==================== ldpc_encoder
`src/rtl/ldpc_encoder.sv`:
```
// ldpc_encoder: systematic quasi-cyclic parity encoder.
// Forwards K_WORDS information words unchanged, then appends P_WORDS parity
// words. Parity j is the XOR of every information word i rotated left by
// (i*(2j+1)) mod WIDTH.
//
// Ports:
//   i_clock      rising-edge clock
//   i_reset      synchronous active-high reset
//   i_in_data    information word
//   i_in_valid   i_in_data valid
//   o_in_ready   encoder accepts a word (transfer = valid && ready at an edge)
//   o_out_data   codeword word (information, then parity)
//   o_out_valid  o_out_data valid, no backpressure
//   o_out_last   high with the final parity word of each codeword
module ldpc_encoder #(
  parameter int unsigned WIDTH   = 16,
  parameter int unsigned K_WORDS = 4,
  parameter int unsigned P_WORDS = 2
) (
  input  logic             i_clock,
  input  logic             i_reset,
  input  logic [WIDTH-1:0] i_in_data,
  input  logic             i_in_valid,
  output logic             o_in_ready,
  output logic [WIDTH-1:0] o_out_data,
  output logic             o_out_valid,
  output logic             o_out_last
);

  localparam int unsigned CNT_W = (K_WORDS > 1) ? $clog2(K_WORDS) : 1;
  localparam int unsigned PAR_W = (P_WORDS > 1) ? $clog2(P_WORDS) : 1;

  typedef enum logic {
    S_COLLECT = 1'b0,
    S_PARITY  = 1'b1
  } state_e;

  state_e             state_q;
  logic [CNT_W-1:0]   info_cnt_q;
  logic [PAR_W-1:0]   par_cnt_q;
  logic [WIDTH-1:0]   acc_q    [P_WORDS];
  logic [WIDTH-1:0]   acc_d    [P_WORDS];
  logic               in_ready_q;
  logic [WIDTH-1:0]   out_data_q;
  logic               out_valid_q;
  logic               out_last_q;
  logic               xfer_c;

  assign o_in_ready  = in_ready_q;
  assign o_out_data  = out_data_q;
  assign o_out_valid = out_valid_q;
  assign o_out_last  = out_last_q;

  assign xfer_c = i_in_valid && in_ready_q;

  // Left circular rotate: the upper half of the shifted double word wraps
  // the bits pushed out of the top back into the bottom.
  function automatic logic [WIDTH-1:0] rotl(input logic [WIDTH-1:0] x,
                                            input int unsigned     s);
    logic [2*WIDTH-1:0] dbl;
    dbl = {x, x} << s;
    return dbl[2*WIDTH-1:WIDTH];
  endfunction

  // Accumulators with the current input word folded in.
  always_comb begin
    for (int unsigned j = 0; j < P_WORDS; j++) begin
      acc_d[j] = acc_q[j] ^
                 rotl(i_in_data, (32'(info_cnt_q) * (2 * j + 1)) % WIDTH);
    end
  end

  // Control FSM, counters, accumulators and registered outputs.
  always_ff @(posedge i_clock) begin
    if (i_reset) begin
      state_q     <= S_COLLECT;
      info_cnt_q  <= '0;
      par_cnt_q   <= '0;
      in_ready_q  <= 1'b1;
      out_data_q  <= '0;
      out_valid_q <= 1'b0;
      out_last_q  <= 1'b0;
      for (int unsigned j = 0; j < P_WORDS; j++) acc_q[j] <= '0;
    end else begin
      out_valid_q <= 1'b0;
      out_last_q  <= 1'b0;
      case (state_q)
        S_COLLECT: begin
          if (xfer_c) begin
            out_data_q  <= i_in_data;
            out_valid_q <= 1'b1;
            for (int unsigned j = 0; j < P_WORDS; j++) acc_q[j] <= acc_d[j];
            if (info_cnt_q == CNT_W'(K_WORDS - 1)) begin
              info_cnt_q <= '0;
              in_ready_q <= 1'b0;
              state_q    <= S_PARITY;
            end else begin
              info_cnt_q <= info_cnt_q + CNT_W'(1);
            end
          end
        end
        S_PARITY: begin
          out_data_q  <= acc_q[par_cnt_q];
          out_valid_q <= 1'b1;
          if (par_cnt_q == PAR_W'(P_WORDS - 1)) begin
            // Final parity word: close the codeword and re-open input.
            out_last_q <= 1'b1;
            par_cnt_q  <= '0;
            in_ready_q <= 1'b1;
            state_q    <= S_COLLECT;
            for (int unsigned j = 0; j < P_WORDS; j++) acc_q[j] <= '0;
          end else begin
            par_cnt_q <= par_cnt_q + PAR_W'(1);
          end
        end
        default: begin
          state_q    <= S_COLLECT;
          in_ready_q <= 1'b1;
        end
      endcase
    end
  end

endmodule

```
`config.mk`:
```
export PLATFORM = sky130hd
export DESIGN_NAME = ldpc_encoder
export DESIGN_NICKNAME = d
export VERILOG_FILES = /design/src/rtl/ldpc_encoder.sv
export SDC_FILE = /design/constraint.sdc
export NUM_CORES = 1
export LEC_CHECK = 0
export CELL_PAD_IN_SITES_DETAIL_PLACEMENT = 0
export CELL_PAD_IN_SITES_GLOBAL_PLACEMENT = 1
export CORE_MARGIN = 3
export CORE_UTILIZATION = 35
export DETAILED_ROUTE_END_ITERATION = 6
export GPL_ROUTABILITY_DRIVEN = 0
export GPL_TIMING_DRIVEN = 0
export PLACE_DENSITY_LB_ADDON = 0.1
export SKIP_CTS_REPAIR_TIMING = 1
export SLEW_MARGIN = 20
export SYNTH_ARGS = -nofsm -noshare
export SYNTH_HDL_FRONTEND = slang
export SYNTH_SLANG_ARGS = --single-unit
```
`constraint.sdc`:
```
create_clock -name i_clock -period 3.95 [get_ports i_clock]
set_input_delay 0.395 -clock i_clock [delete_from_list [all_inputs] [get_ports i_clock]]
set_output_delay 0.395 -clock i_clock [all_outputs]
set_load 0.03 [all_outputs]
```
==================== pc_sequencer
`config.mk`:
```
export PLATFORM = sky130hd
export DESIGN_NAME = pc_sequencer
export DESIGN_NICKNAME = d
export VERILOG_FILES = /design/src/rtl/pc_sequencer.sv
export SDC_FILE = /design/constraint.sdc
export NUM_CORES = 1
export LEC_CHECK = 0
export ABC_CLOCK_PERIOD_IN_PS = 1770
export CAP_MARGIN = 20
export CORE_ASPECT_RATIO = 1.5
export CORE_MARGIN = 1.5
export CORE_UTILIZATION = 25
export CTS_CLUSTER_SIZE = 40
export DETAILED_ROUTE_END_ITERATION = 8
export PLACE_DENSITY = 0.57
export SETUP_SLACK_MARGIN = 0.5
export SLEW_MARGIN = 20
export SYNTH_ARGS = -nofsm -noshare
export SYNTH_HDL_FRONTEND = slang
export SYNTH_SLANG_ARGS = --single-unit
```
`constraint.sdc`:
```
create_clock -name clk_i -period 1.77 [get_ports clk_i]
set_clock_uncertainty 0.05 [all_clocks]
set_input_delay 0.354 -clock clk_i [delete_from_list [all_inputs] [get_ports clk_i]]
set_output_delay 0.354 -clock clk_i [all_outputs]
set_load 0.02 [all_outputs]
```
`src/rtl/pc_sequencer.sv`:
```
// ----------------------------------------------------------------------------
// pc_sequencer
//
// Program-counter sequencer for the pipelined core. Owns the PC register and
// decides each cycle whether the PC holds, increments or loads, and from
// which source. Handles multi-byte instructions, a fixed memory-wait latency
// for stack pops (RET/RTI), prioritised interrupt vectors and a handshake for
// late JMP/CALL targets from decode.
//
// Optional feature (compile-time macro PC_EPC_EN):
//   defined   -> adds output epc_o, the return address captured when an
//                interrupt vector is taken.
//   undefined -> epc_o port and its register are absent.
//
// Ports:
//   clk_i           core clock, rising edge
//   reset_i         synchronous, active-high reset
//   irq_i           level interrupt requests, bit 0 highest priority
//   opcode_i        decoded opcode of the current fetch byte
//   brx_i           branch sub-op for opcode 11: 0 JMP, 1 CALL, 2 RET, 3 RTI
//   extra_bytes_i   operand bytes following this opcode
//   branch_taken_i  conditional branch / LOOP resolved taken in EX
//   tgt_ready_i     JMP/CALL target on rb_d_i is valid
//   rb_ex_i         branch target from EX
//   rb_d_i          JMP/CALL target from decode
//   mem_data_i      popped return address
//   vec_data_i      memory word at vector slot vec_idx_o
//   pc_o            current program counter
//   pc_en_o         PC updates this cycle
//   pc_load_o       PC update is a load rather than an increment
//   pc_src_o        load source: 00 rb_ex, 01 vector, 10 rb_d, 11 mem_data
//   vec_idx_o       vector slot: 0 reset, k for irq line k-1
//   irq_ack_o       one-hot, one-cycle interrupt acknowledge
//   stall_o         freeze upstream pipeline stages
//   epc_o           (PC_EPC_EN only) saved return address of last interrupt
// ----------------------------------------------------------------------------
module pc_sequencer #(
    parameter int ADDR_W    = 8,
    parameter int MEM_LAT   = 2,   // 1..15
    parameter int MAX_EXTRA = 1,   // 1..3
    parameter int NUM_IRQ   = 1    // 1..7
) (
    input  logic              clk_i,
    input  logic              reset_i,
    input  logic [NUM_IRQ-1:0] irq_i,
    input  logic [3:0]        opcode_i,
    input  logic [1:0]        brx_i,
    input  logic [1:0]        extra_bytes_i,
    input  logic              branch_taken_i,
    input  logic              tgt_ready_i,
    input  logic [ADDR_W-1:0] rb_ex_i,
    input  logic [ADDR_W-1:0] rb_d_i,
    input  logic [ADDR_W-1:0] mem_data_i,
    input  logic [ADDR_W-1:0] vec_data_i,
    output logic [ADDR_W-1:0] pc_o,
    output logic              pc_en_o,
    output logic              pc_load_o,
    output logic [1:0]        pc_src_o,
    output logic [2:0]        vec_idx_o,
    output logic [NUM_IRQ-1:0] irq_ack_o,
    output logic              stall_o
`ifdef PC_EPC_EN
    ,
    output logic [ADDR_W-1:0] epc_o
`endif
);

    localparam logic [2:0] S_VECTOR  = 3'd0;
    localparam logic [2:0] S_FETCH   = 3'd1;
    localparam logic [2:0] S_OPERAND = 3'd2;
    localparam logic [2:0] S_WAIT    = 3'd3;
    localparam logic [2:0] S_BRANCH  = 3'd4;

    localparam logic [3:0] OP_BRX  = 4'd11;
    localparam logic [1:0] SRC_EX  = 2'b00;
    localparam logic [1:0] SRC_VEC = 2'b01;
    localparam logic [1:0] SRC_D   = 2'b10;
    localparam logic [1:0] SRC_MEM = 2'b11;

    localparam logic [1:0] MAX_EXTRA_C = 2'(MAX_EXTRA);
    localparam logic [3:0] MEM_LAT_C   = 4'(MEM_LAT);

    logic [2:0]        state_q,   state_d;
    logic [ADDR_W-1:0] pc_q,      pc_d;
    logic [2:0]        vec_idx_q, vec_idx_d;
    logic              loaded_q,  loaded_d;   // PC was just loaded; first FETCH must not increment
    logic [3:0]        cnt_q,     cnt_d;      // operand bytes left / memory-wait cycles left
`ifdef PC_EPC_EN
    logic [ADDR_W-1:0] epc_q,     epc_d;
`endif

    logic              is_jmp_call;
    logic              is_ret;
    logic [1:0]        extra_clamped;
    logic [2:0]        irq_slot;
    logic              irq_any;

    assign is_jmp_call   = (opcode_i == OP_BRX) && !brx_i[1];
    assign is_ret        = (opcode_i == OP_BRX) &&  brx_i[1];
    assign extra_clamped = (extra_bytes_i > MAX_EXTRA_C) ? MAX_EXTRA_C : extra_bytes_i;
    assign irq_any       = |irq_i;

    // Lowest set request line wins; scanning downwards lets the lowest index overwrite.
    always_comb begin
        irq_slot = 3'd0;
        for (int i = NUM_IRQ - 1; i >= 0; i--) begin
            if (irq_i[i]) irq_slot = 3'(i + 1);
        end
    end

    always_comb begin
        // NOTE: every signal written here gets a default first, so no path leaves it unassigned and no latch is inferred.
        state_d   = state_q;
        pc_d      = pc_q;
        vec_idx_d = vec_idx_q;
        loaded_d  = loaded_q;
        cnt_d     = cnt_q;
`ifdef PC_EPC_EN
        epc_d     = epc_q;
`endif
        pc_en_o   = 1'b0;
        pc_load_o = 1'b0;
        pc_src_o  = SRC_EX;
        stall_o   = 1'b0;
        irq_ack_o = '0;

        case (state_q)
            S_VECTOR: begin
                pc_en_o   = 1'b1;
                pc_load_o = 1'b1;
                pc_src_o  = SRC_VEC;
                pc_d      = vec_data_i;
                loaded_d  = 1'b1;
                state_d   = S_FETCH;
                for (int i = 0; i < NUM_IRQ; i++) begin
                    if (vec_idx_q == 3'(i + 1)) irq_ack_o[i] = 1'b1;
                end
`ifdef PC_EPC_EN
                // pc_q still holds the next unexecuted instruction here.
                if (vec_idx_q != 3'd0) epc_d = pc_q;
`endif
            end

            S_FETCH: begin
                pc_en_o  = !loaded_q;
                if (!loaded_q) pc_d = pc_q + 1'b1;
                loaded_d = 1'b0;
                // Interrupts only at an instruction boundary, ahead of everything else.
                if (irq_any) begin
                    state_d   = S_VECTOR;
                    vec_idx_d = irq_slot;
                end else if (extra_clamped != 2'd0) begin
                    state_d = S_OPERAND;
                    cnt_d   = {2'b00, extra_clamped};
                end else if (branch_taken_i || is_jmp_call) begin
                    state_d = S_BRANCH;
                end else if (is_ret) begin
                    state_d = S_WAIT;
                    cnt_d   = MEM_LAT_C;
                end
            end

            S_OPERAND: begin
                pc_en_o = 1'b1;
                pc_d    = pc_q + 1'b1;
                cnt_d   = cnt_q - 1'b1;
                if (cnt_q == 4'd1) begin
                    state_d  = S_FETCH;
                    loaded_d = 1'b0;
                end
            end

            S_WAIT: begin
                if (cnt_q != 4'd0) begin
                    stall_o = 1'b1;
                    cnt_d   = cnt_q - 1'b1;
                end else begin
                    state_d = S_BRANCH;
                end
            end

            S_BRANCH: begin
                state_d = S_FETCH;
                if (branch_taken_i) begin
                    pc_en_o   = 1'b1;
                    pc_load_o = 1'b1;
                    pc_src_o  = SRC_EX;
                    pc_d      = rb_ex_i;
                    loaded_d  = 1'b1;
                end else if (is_jmp_call) begin
                    if (tgt_ready_i) begin
                        pc_en_o   = 1'b1;
                        pc_load_o = 1'b1;
                        pc_src_o  = SRC_D;
                        pc_d      = rb_d_i;
                        loaded_d  = 1'b1;
                    end else begin
                        // Decode has not resolved the target yet: hold here.
                        stall_o = 1'b1;
                        state_d = S_BRANCH;
                    end
                end else if (is_ret) begin
                    pc_en_o   = 1'b1;
                    pc_load_o = 1'b1;
                    pc_src_o  = SRC_MEM;
                    pc_d      = mem_data_i;
                    loaded_d  = 1'b1;
                end
            end

            default: state_d = S_FETCH;   // unreachable encodings recover at a boundary
        endcase
    end

    always_ff @(posedge clk_i) begin
        // NOTE: sequential state uses non-blocking assignments so every register samples pre-edge values.
        if (reset_i) begin
            state_q   <= S_VECTOR;
            pc_q      <= '0;
            vec_idx_q <= 3'd0;
            loaded_q  <= 1'b1;
            cnt_q     <= 4'd0;
`ifdef PC_EPC_EN
            epc_q     <= '0;
`endif
        end else begin
            state_q   <= state_d;
            pc_q      <= pc_d;
            vec_idx_q <= vec_idx_d;
            loaded_q  <= loaded_d;
            cnt_q     <= cnt_d;
`ifdef PC_EPC_EN
            epc_q     <= epc_d;
`endif
        end
    end

    assign pc_o      = pc_q;
    assign vec_idx_o = vec_idx_q;
`ifdef PC_EPC_EN
    assign epc_o     = epc_q;
`endif

endmodule

```

==> gallery <==
Gate-type map.
Plate I
Drawn at 3 px/um.
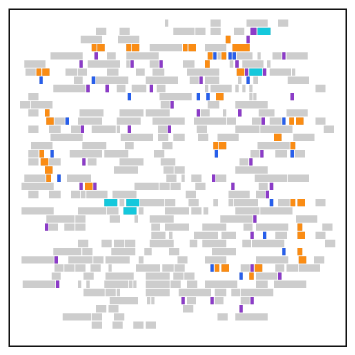
Plate II
Drawn at 4 px/um.
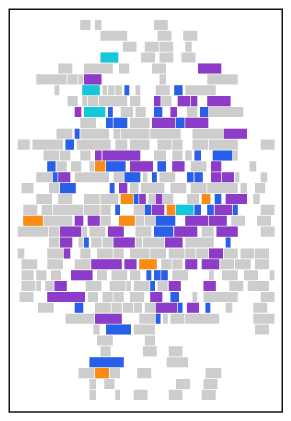
The one with the most cells is Plate I.
The one with the largest die is Plate I.
- pc_sequencer = Plate II
- ldpc_encoder = Plate I

Fig. 1: pc_sequencer, M4 wires
Drawn at 4 px/um.
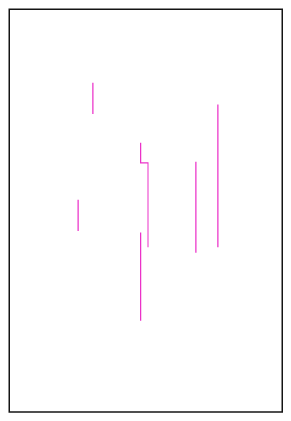
- wire length on this layer: 122 um
- nets with wire on the layer: 6
- share of all routed wire: 1.9%
- longest straight run: 35.4 um

==> ci_impl_report.md, pc_sequencer <==
## Implementation flow summary

| Metric | Value |
|---|---|
| Status | finished with violations |
| Violated checks | negative setup slack |
| Setup TNS | -0.599 ns |
| Layout filler cell count | 584 |
| Die X | between 60 and 70 um |
| Synth area leaders | dfxtp_1, nand2_1, nand2b_1 |
| P_comb | around 1.2 mW |
| Final min period | between 1.5 and 2 ns |
| Number of OpenROAD warnings | 32 |
| Area leader, netlist | dfxtp_1 |
| RSZ-0062 raised after global routing | yes |
| GR peak layer | met2 |
| Pre-CTS setup slack | -0.809 ns |
| H-tree depth | 1 |
| Placed Area | approximately 2600 um2 |
| Synth-to-layout area growth | 101% |
| CTS Buf Count | 3 |
| Area of the core | 6130 um2 |
| Clock root cell | clkbuf_8 |
| Met3 wire length | roughly 250 um |
| Final setup violation count | 8 |
| Insertion delay at the late pin of the worst-skew pair | 0.27 ns |
| Final core utilization | between 50% and 60% |
| Comb power frac | between 50% and 60% |
| Mapped Cells | between 150 and 200 |
| Post-synth top cells | nand2_1, dfxtp_1, nor2_1, nand2b_1, nand3_1 |
| Share of cells above drive strength 1 | a little under three fifths |
| Vias after detailed routing | a little under 2,000 |
| Crit. Startpoint | state_q[0] |
| Invs w/o clock | 9 |
| Seq pwr share | between 20% and 30% |
| PnR worst setup slack | -0.146 ns |
| CLK BUF | 3 |
| Tot Pwr | approximately 2 mW |
| Signal buffers share of area | 36.0% |
| Initial core utilization | between 20% and 30% |
| Ys flops | 17 |
| Met1 Use GR | a little under 20% |
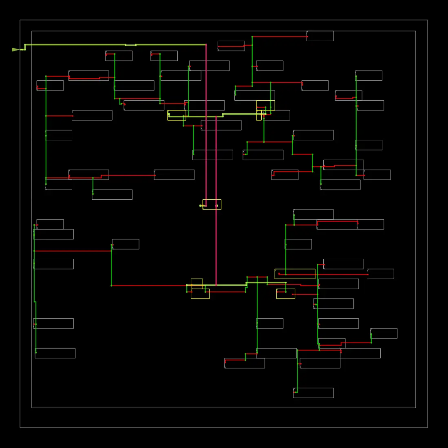
Fig. 2. Clock wiring as the flow saved it (ldpc_encoder).
CTS sink cnt: 56
insertion delay at the late pin of the worst-skew pair: 0.33 ns
CTS Buf Count: 5
registers: 56

==> ci_impl_report.md, ldpc_encoder <==
## Implementation flow summary

| Metric | Value |
|---|---|
| Dominant Register Cell | edfxtp_1 |
| Post-synth EDFFs | 32 |
| Initial antenna violation count | 0 |
| Metal-1 WL | about 5100 um |
| Leak | ~1.6 nW |
| Multi-input gates | between 200 and 250 |
| Critical path type | flop to flop |
| Critical Path AT | approximately 3.1 ns |
| N_taps | ~140 |
| P_comb | around 0.62 mW |
| Status | completed |
| Worst hold path class | input pin to flop |
| Routed vias/inst | around 5.5 |
| Met3 wire length | a little under 500 um |
| Most instantiated library cell after synthesis | nor2_1 |

==================== pc_gen_flat
Fig. 3: pc_gen_flat, gate-type map
Drawn at 4 px/um.
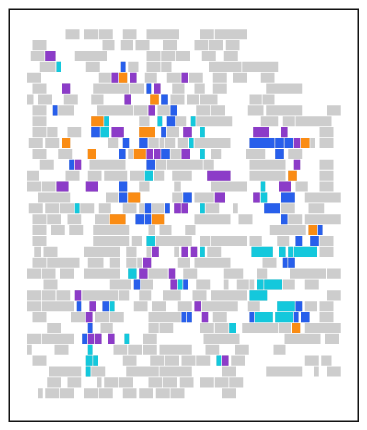
<file path="config.mk">
export PLATFORM = sky130hd
export DESIGN_NAME = pc_gen_flat
export DESIGN_NICKNAME = d
export VERILOG_FILES = /design/src/rtl/pc_gen_if.sv /design/src/rtl/pc_gen.sv /design/src/flat_wrapper.sv
export SDC_FILE = /design/constraint.sdc
export NUM_CORES = 1
export LEC_CHECK = 0
export CAP_MARGIN = 20
export CORE_ASPECT_RATIO = 1.2
export CORE_MARGIN = 4
export CORE_UTILIZATION = 35
export DETAILED_ROUTE_END_ITERATION = 6
export PLACE_DENSITY_LB_ADDON = 0.1
export SETUP_SLACK_MARGIN = 0.05
export SYNTH_ARGS = -nofsm -noshare
export SYNTH_HDL_FRONTEND = slang
export SYNTH_SLANG_ARGS = --single-unit
</file>
<file path="constraint.sdc">
create_clock -name clk -period 2.3 [get_ports clk]
set_input_delay 0.345 -clock clk [delete_from_list [all_inputs] [get_ports clk]]
set_output_delay 0.345 -clock clk [all_outputs]
set_load 0.005 [all_outputs]
</file>
<file path="src/rtl/pc_gen_if.sv">
// Next-PC select / fetch-address bundle between the select stage, pc_gen and fetch.
interface pc_gen_if #(
    parameter int PC_WIDTH    = 16,
    parameter int FETCH_WIDTH = 4
);
    logic [2:0]             PC_select;
    logic [PC_WIDTH-1:0]    pc_brch0_tgt;
    logic [PC_WIDTH-1:0]    pc_brch1_tgt;
    logic [PC_WIDTH-1:0]    pc_jump_tgt;
    logic [PC_WIDTH-1:0]    pc_recovery;
    logic [PC_WIDTH-1:0]    pc_bhndlr;
    logic [PC_WIDTH-1:0]    pc;
    logic [PC_WIDTH-1:0]    pc_seq;
    logic                   fetch_valid;
    logic [FETCH_WIDTH-1:0] slot_mask;
    logic [15:0]            redirect_cnt;

    // upstream side: drives the select code and targets, observes fetch state
    modport master (
        output PC_select, pc_brch0_tgt, pc_brch1_tgt, pc_jump_tgt, pc_recovery, pc_bhndlr,
        input  pc, pc_seq, fetch_valid, slot_mask, redirect_cnt
    );

    // pc_gen side
    modport slave (
        input  PC_select, pc_brch0_tgt, pc_brch1_tgt, pc_jump_tgt, pc_recovery, pc_bhndlr,
        output pc, pc_seq, fetch_valid, slot_mask, redirect_cnt
    );
endinterface

</file>
<file path="src/rtl/pc_gen.sv">
// Fetch PC register: loads one of eight sources per cycle from the PC_select code,
// derives the next sequential group address and the per-slot valid mask, and
// counts redirects (saturating) for performance debug.
module pc_gen #(
    parameter int                PC_WIDTH    = 16,
    parameter int                FETCH_WIDTH = 4,
    parameter logic [PC_WIDTH-1:0] RESET_VEC = '0
) (
    input  logic       clk,
    input  logic       rst,
    pc_gen_if.slave    bus
);
    localparam int OFF = $clog2(FETCH_WIDTH);

    typedef enum logic [2:0] {
        SEL_BRCH0 = 3'd0,
        SEL_BRCH1 = 3'd1,
        SEL_JUMP  = 3'd2,
        SEL_RECOV = 3'd3,
        SEL_BHNDL = 3'd4,
        SEL_SEQ   = 3'd5,
        SEL_HOLD  = 3'd6,
        SEL_RESET = 3'd7
    } pc_sel_e;

    logic [PC_WIDTH-1:0] pc_q;
    logic [PC_WIDTH-1:0] pc_seq;
    logic                fv_q;
    logic [15:0]         cnt_q;
    pc_sel_e             sel;

    assign sel = pc_sel_e'(bus.PC_select);

    // next group boundary; wraps silently modulo 2^PC_WIDTH
    assign pc_seq = {pc_q[PC_WIDTH-1:OFF], {OFF{1'b0}}} + PC_WIDTH'(FETCH_WIDTH);

    // PC / valid / redirect counter update, one-cycle latency from select to pc
    always_ff @(posedge clk or posedge rst) begin
        if (rst) begin
            pc_q  <= RESET_VEC;
            fv_q  <= 1'b0;
            cnt_q <= '0;
        end else begin
            case (sel)
                SEL_BRCH0, SEL_BRCH1, SEL_JUMP, SEL_RECOV, SEL_BHNDL: begin
                    fv_q <= 1'b1;
                    if (cnt_q != 16'hFFFF)
                        cnt_q <= cnt_q + 16'd1;
                    case (sel)
                        SEL_BRCH0: pc_q <= bus.pc_brch0_tgt;
                        SEL_BRCH1: pc_q <= bus.pc_brch1_tgt;
                        SEL_JUMP:  pc_q <= bus.pc_jump_tgt;
                        SEL_RECOV: pc_q <= bus.pc_recovery;
                        default:   pc_q <= bus.pc_bhndlr;
                    endcase
                end
                SEL_SEQ: begin
                    pc_q <= pc_seq;
                    fv_q <= 1'b1;
                end
                SEL_HOLD: ;
                default: begin
                    pc_q <= RESET_VEC;
                    fv_q <= 1'b0;
                end
            endcase
        end
    end

    // slots below the in-group offset of a redirect target are not part of the fetch
    for (genvar i = 0; i < FETCH_WIDTH; i++) begin : g_slot
        localparam logic [OFF-1:0] IDX = OFF'(i);
        assign bus.slot_mask[i] = fv_q && (IDX >= pc_q[OFF-1:0]);
    end

    assign bus.pc           = pc_q;
    assign bus.pc_seq       = pc_seq;
    assign bus.fetch_valid  = fv_q;
    assign bus.redirect_cnt = cnt_q;
endmodule

</file>
<file path="src/flat_wrapper.sv">
// flat-port wrapper written by rule: the top's interface ports become plain ports
module pc_gen_flat 
#(
    parameter int                PC_WIDTH    = 16,
    parameter int                FETCH_WIDTH = 4,
    parameter logic [PC_WIDTH-1:0] RESET_VEC = '0
)
  (clk, rst, bus_PC_select, bus_pc_brch0_tgt, bus_pc_brch1_tgt, bus_pc_jump_tgt, bus_pc_recovery, bus_pc_bhndlr, bus_pc, bus_pc_seq, bus_fetch_valid, bus_slot_mask, bus_redirect_cnt);
  pc_gen_if #(.PC_WIDTH(PC_WIDTH), .FETCH_WIDTH(FETCH_WIDTH)) bus_i ();
  input  logic clk;
  input  logic rst;
  input wire logic [$bits(bus_i.PC_select)-1:0] bus_PC_select;
  input wire logic [$bits(bus_i.pc_brch0_tgt)-1:0] bus_pc_brch0_tgt;
  input wire logic [$bits(bus_i.pc_brch1_tgt)-1:0] bus_pc_brch1_tgt;
  input wire logic [$bits(bus_i.pc_jump_tgt)-1:0] bus_pc_jump_tgt;
  input wire logic [$bits(bus_i.pc_recovery)-1:0] bus_pc_recovery;
  input wire logic [$bits(bus_i.pc_bhndlr)-1:0] bus_pc_bhndlr;
  output wire logic [$bits(bus_i.pc)-1:0] bus_pc;
  output wire logic [$bits(bus_i.pc_seq)-1:0] bus_pc_seq;
  output wire logic [$bits(bus_i.fetch_valid)-1:0] bus_fetch_valid;
  output wire logic [$bits(bus_i.slot_mask)-1:0] bus_slot_mask;
  output wire logic [$bits(bus_i.redirect_cnt)-1:0] bus_redirect_cnt;
  assign bus_i.PC_select = bus_PC_select;
  assign bus_i.pc_brch0_tgt = bus_pc_brch0_tgt;
  assign bus_i.pc_brch1_tgt = bus_pc_brch1_tgt;
  assign bus_i.pc_jump_tgt = bus_pc_jump_tgt;
  assign bus_i.pc_recovery = bus_pc_recovery;
  assign bus_i.pc_bhndlr = bus_pc_bhndlr;
  assign bus_pc = bus_i.pc;
  assign bus_pc_seq = bus_i.pc_seq;
  assign bus_fetch_valid = bus_i.fetch_valid;
  assign bus_slot_mask = bus_i.slot_mask;
  assign bus_redirect_cnt = bus_i.redirect_cnt;
  pc_gen #(.PC_WIDTH(PC_WIDTH), .FETCH_WIDTH(FETCH_WIDTH), .RESET_VEC(RESET_VEC)) u_core (.clk(clk), .rst(rst), .bus(bus_i));
endmodule
</file>
==> ci_impl_report.md <==
## Implementation flow summary

| Metric | Value |
|---|---|
| Most instantiated library cell after synthesis | dfrtp_1 |
| Die y size | 103 um |
| Logic cell area | between 1500 and 2000 um2 |
| Die area | just under 9000 um2 |
| Vias in the first global route | approximately 2,700 |
| H-tree depth | 2 |
| Largest stage delay, worst path | around 0.56 ns |
| Initial core utilization | 35.9% |
| FF-to-FF setup slack | 0.34 ns |
| Placed Cells | between 400 and 500 |
| Xor+xnor area frac | 7.04% |
| Clk. pwr | 0.421 mW |
| Comb power frac | 43.7% |
| NetSw | approximately 0.73 mW |
| Post-synth top cells | dfrtp_1, nor2_1, a21oi_1, mux2i_1, nand2_1 |
| CLK BUF | 6 |
| Hold slack | around 0.46 ns |
| Syn avg cell area | 9.78 um2 |
| Routed wl met2 | ~4300 um |
| Status | completed |
| Flop share of the area | 19.5% |
| Synth cell types | around 53 |
| Synth mux share | 19.5% |
| Met2 Usage GRT | between 30% and 40% |
| Highest clock rate | between 400 and 500 MHz |
| Final core utilization | between 50% and 60% |
| RSZ-0062 raised after global routing | no |
| Critical path type | flop to output pin |
About Fig. 3:
- nand cells: blue (cells 45; most used nand2_1)
- nor cells: cyan (cells 35; most used nor2_1)
- aoi and oai cells: purple (cells 42; most used a21oi_1)
- and/or cells: orange (cells 14; most used and3_1)
most numerous logic cell after layout: clkdlybuf4s50_1
share of cell area taken by multi-input logic gates: 38.7%



==> notes/layouts.md <==
Pictures saved along the way, in no particular order.

Pin map.
(a)
Drawn at 3 px/um. Pins as bars across the die edge, other pins in grey.
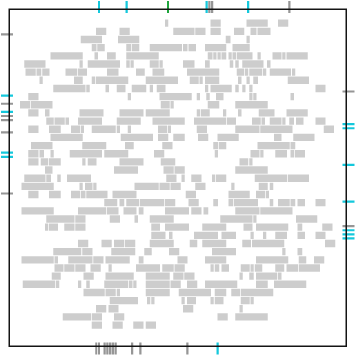
(b)
Drawn at 4 px/um. Pins as bars across the die edge, other pins in grey.
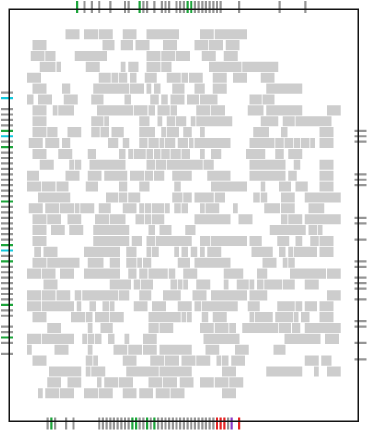
(c)
Drawn at 4 px/um. Pins as bars across the die edge, other pins in grey.
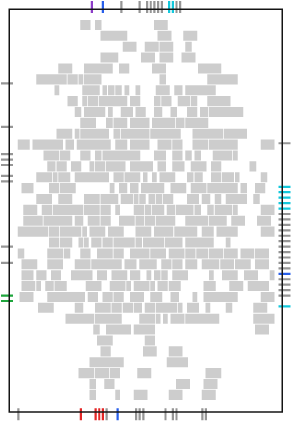
(b) -> pc_gen_flat
(c) -> pc_sequencer
(a) -> ldpc_encoder

Power is estimated from default activity; no workload was simulated.
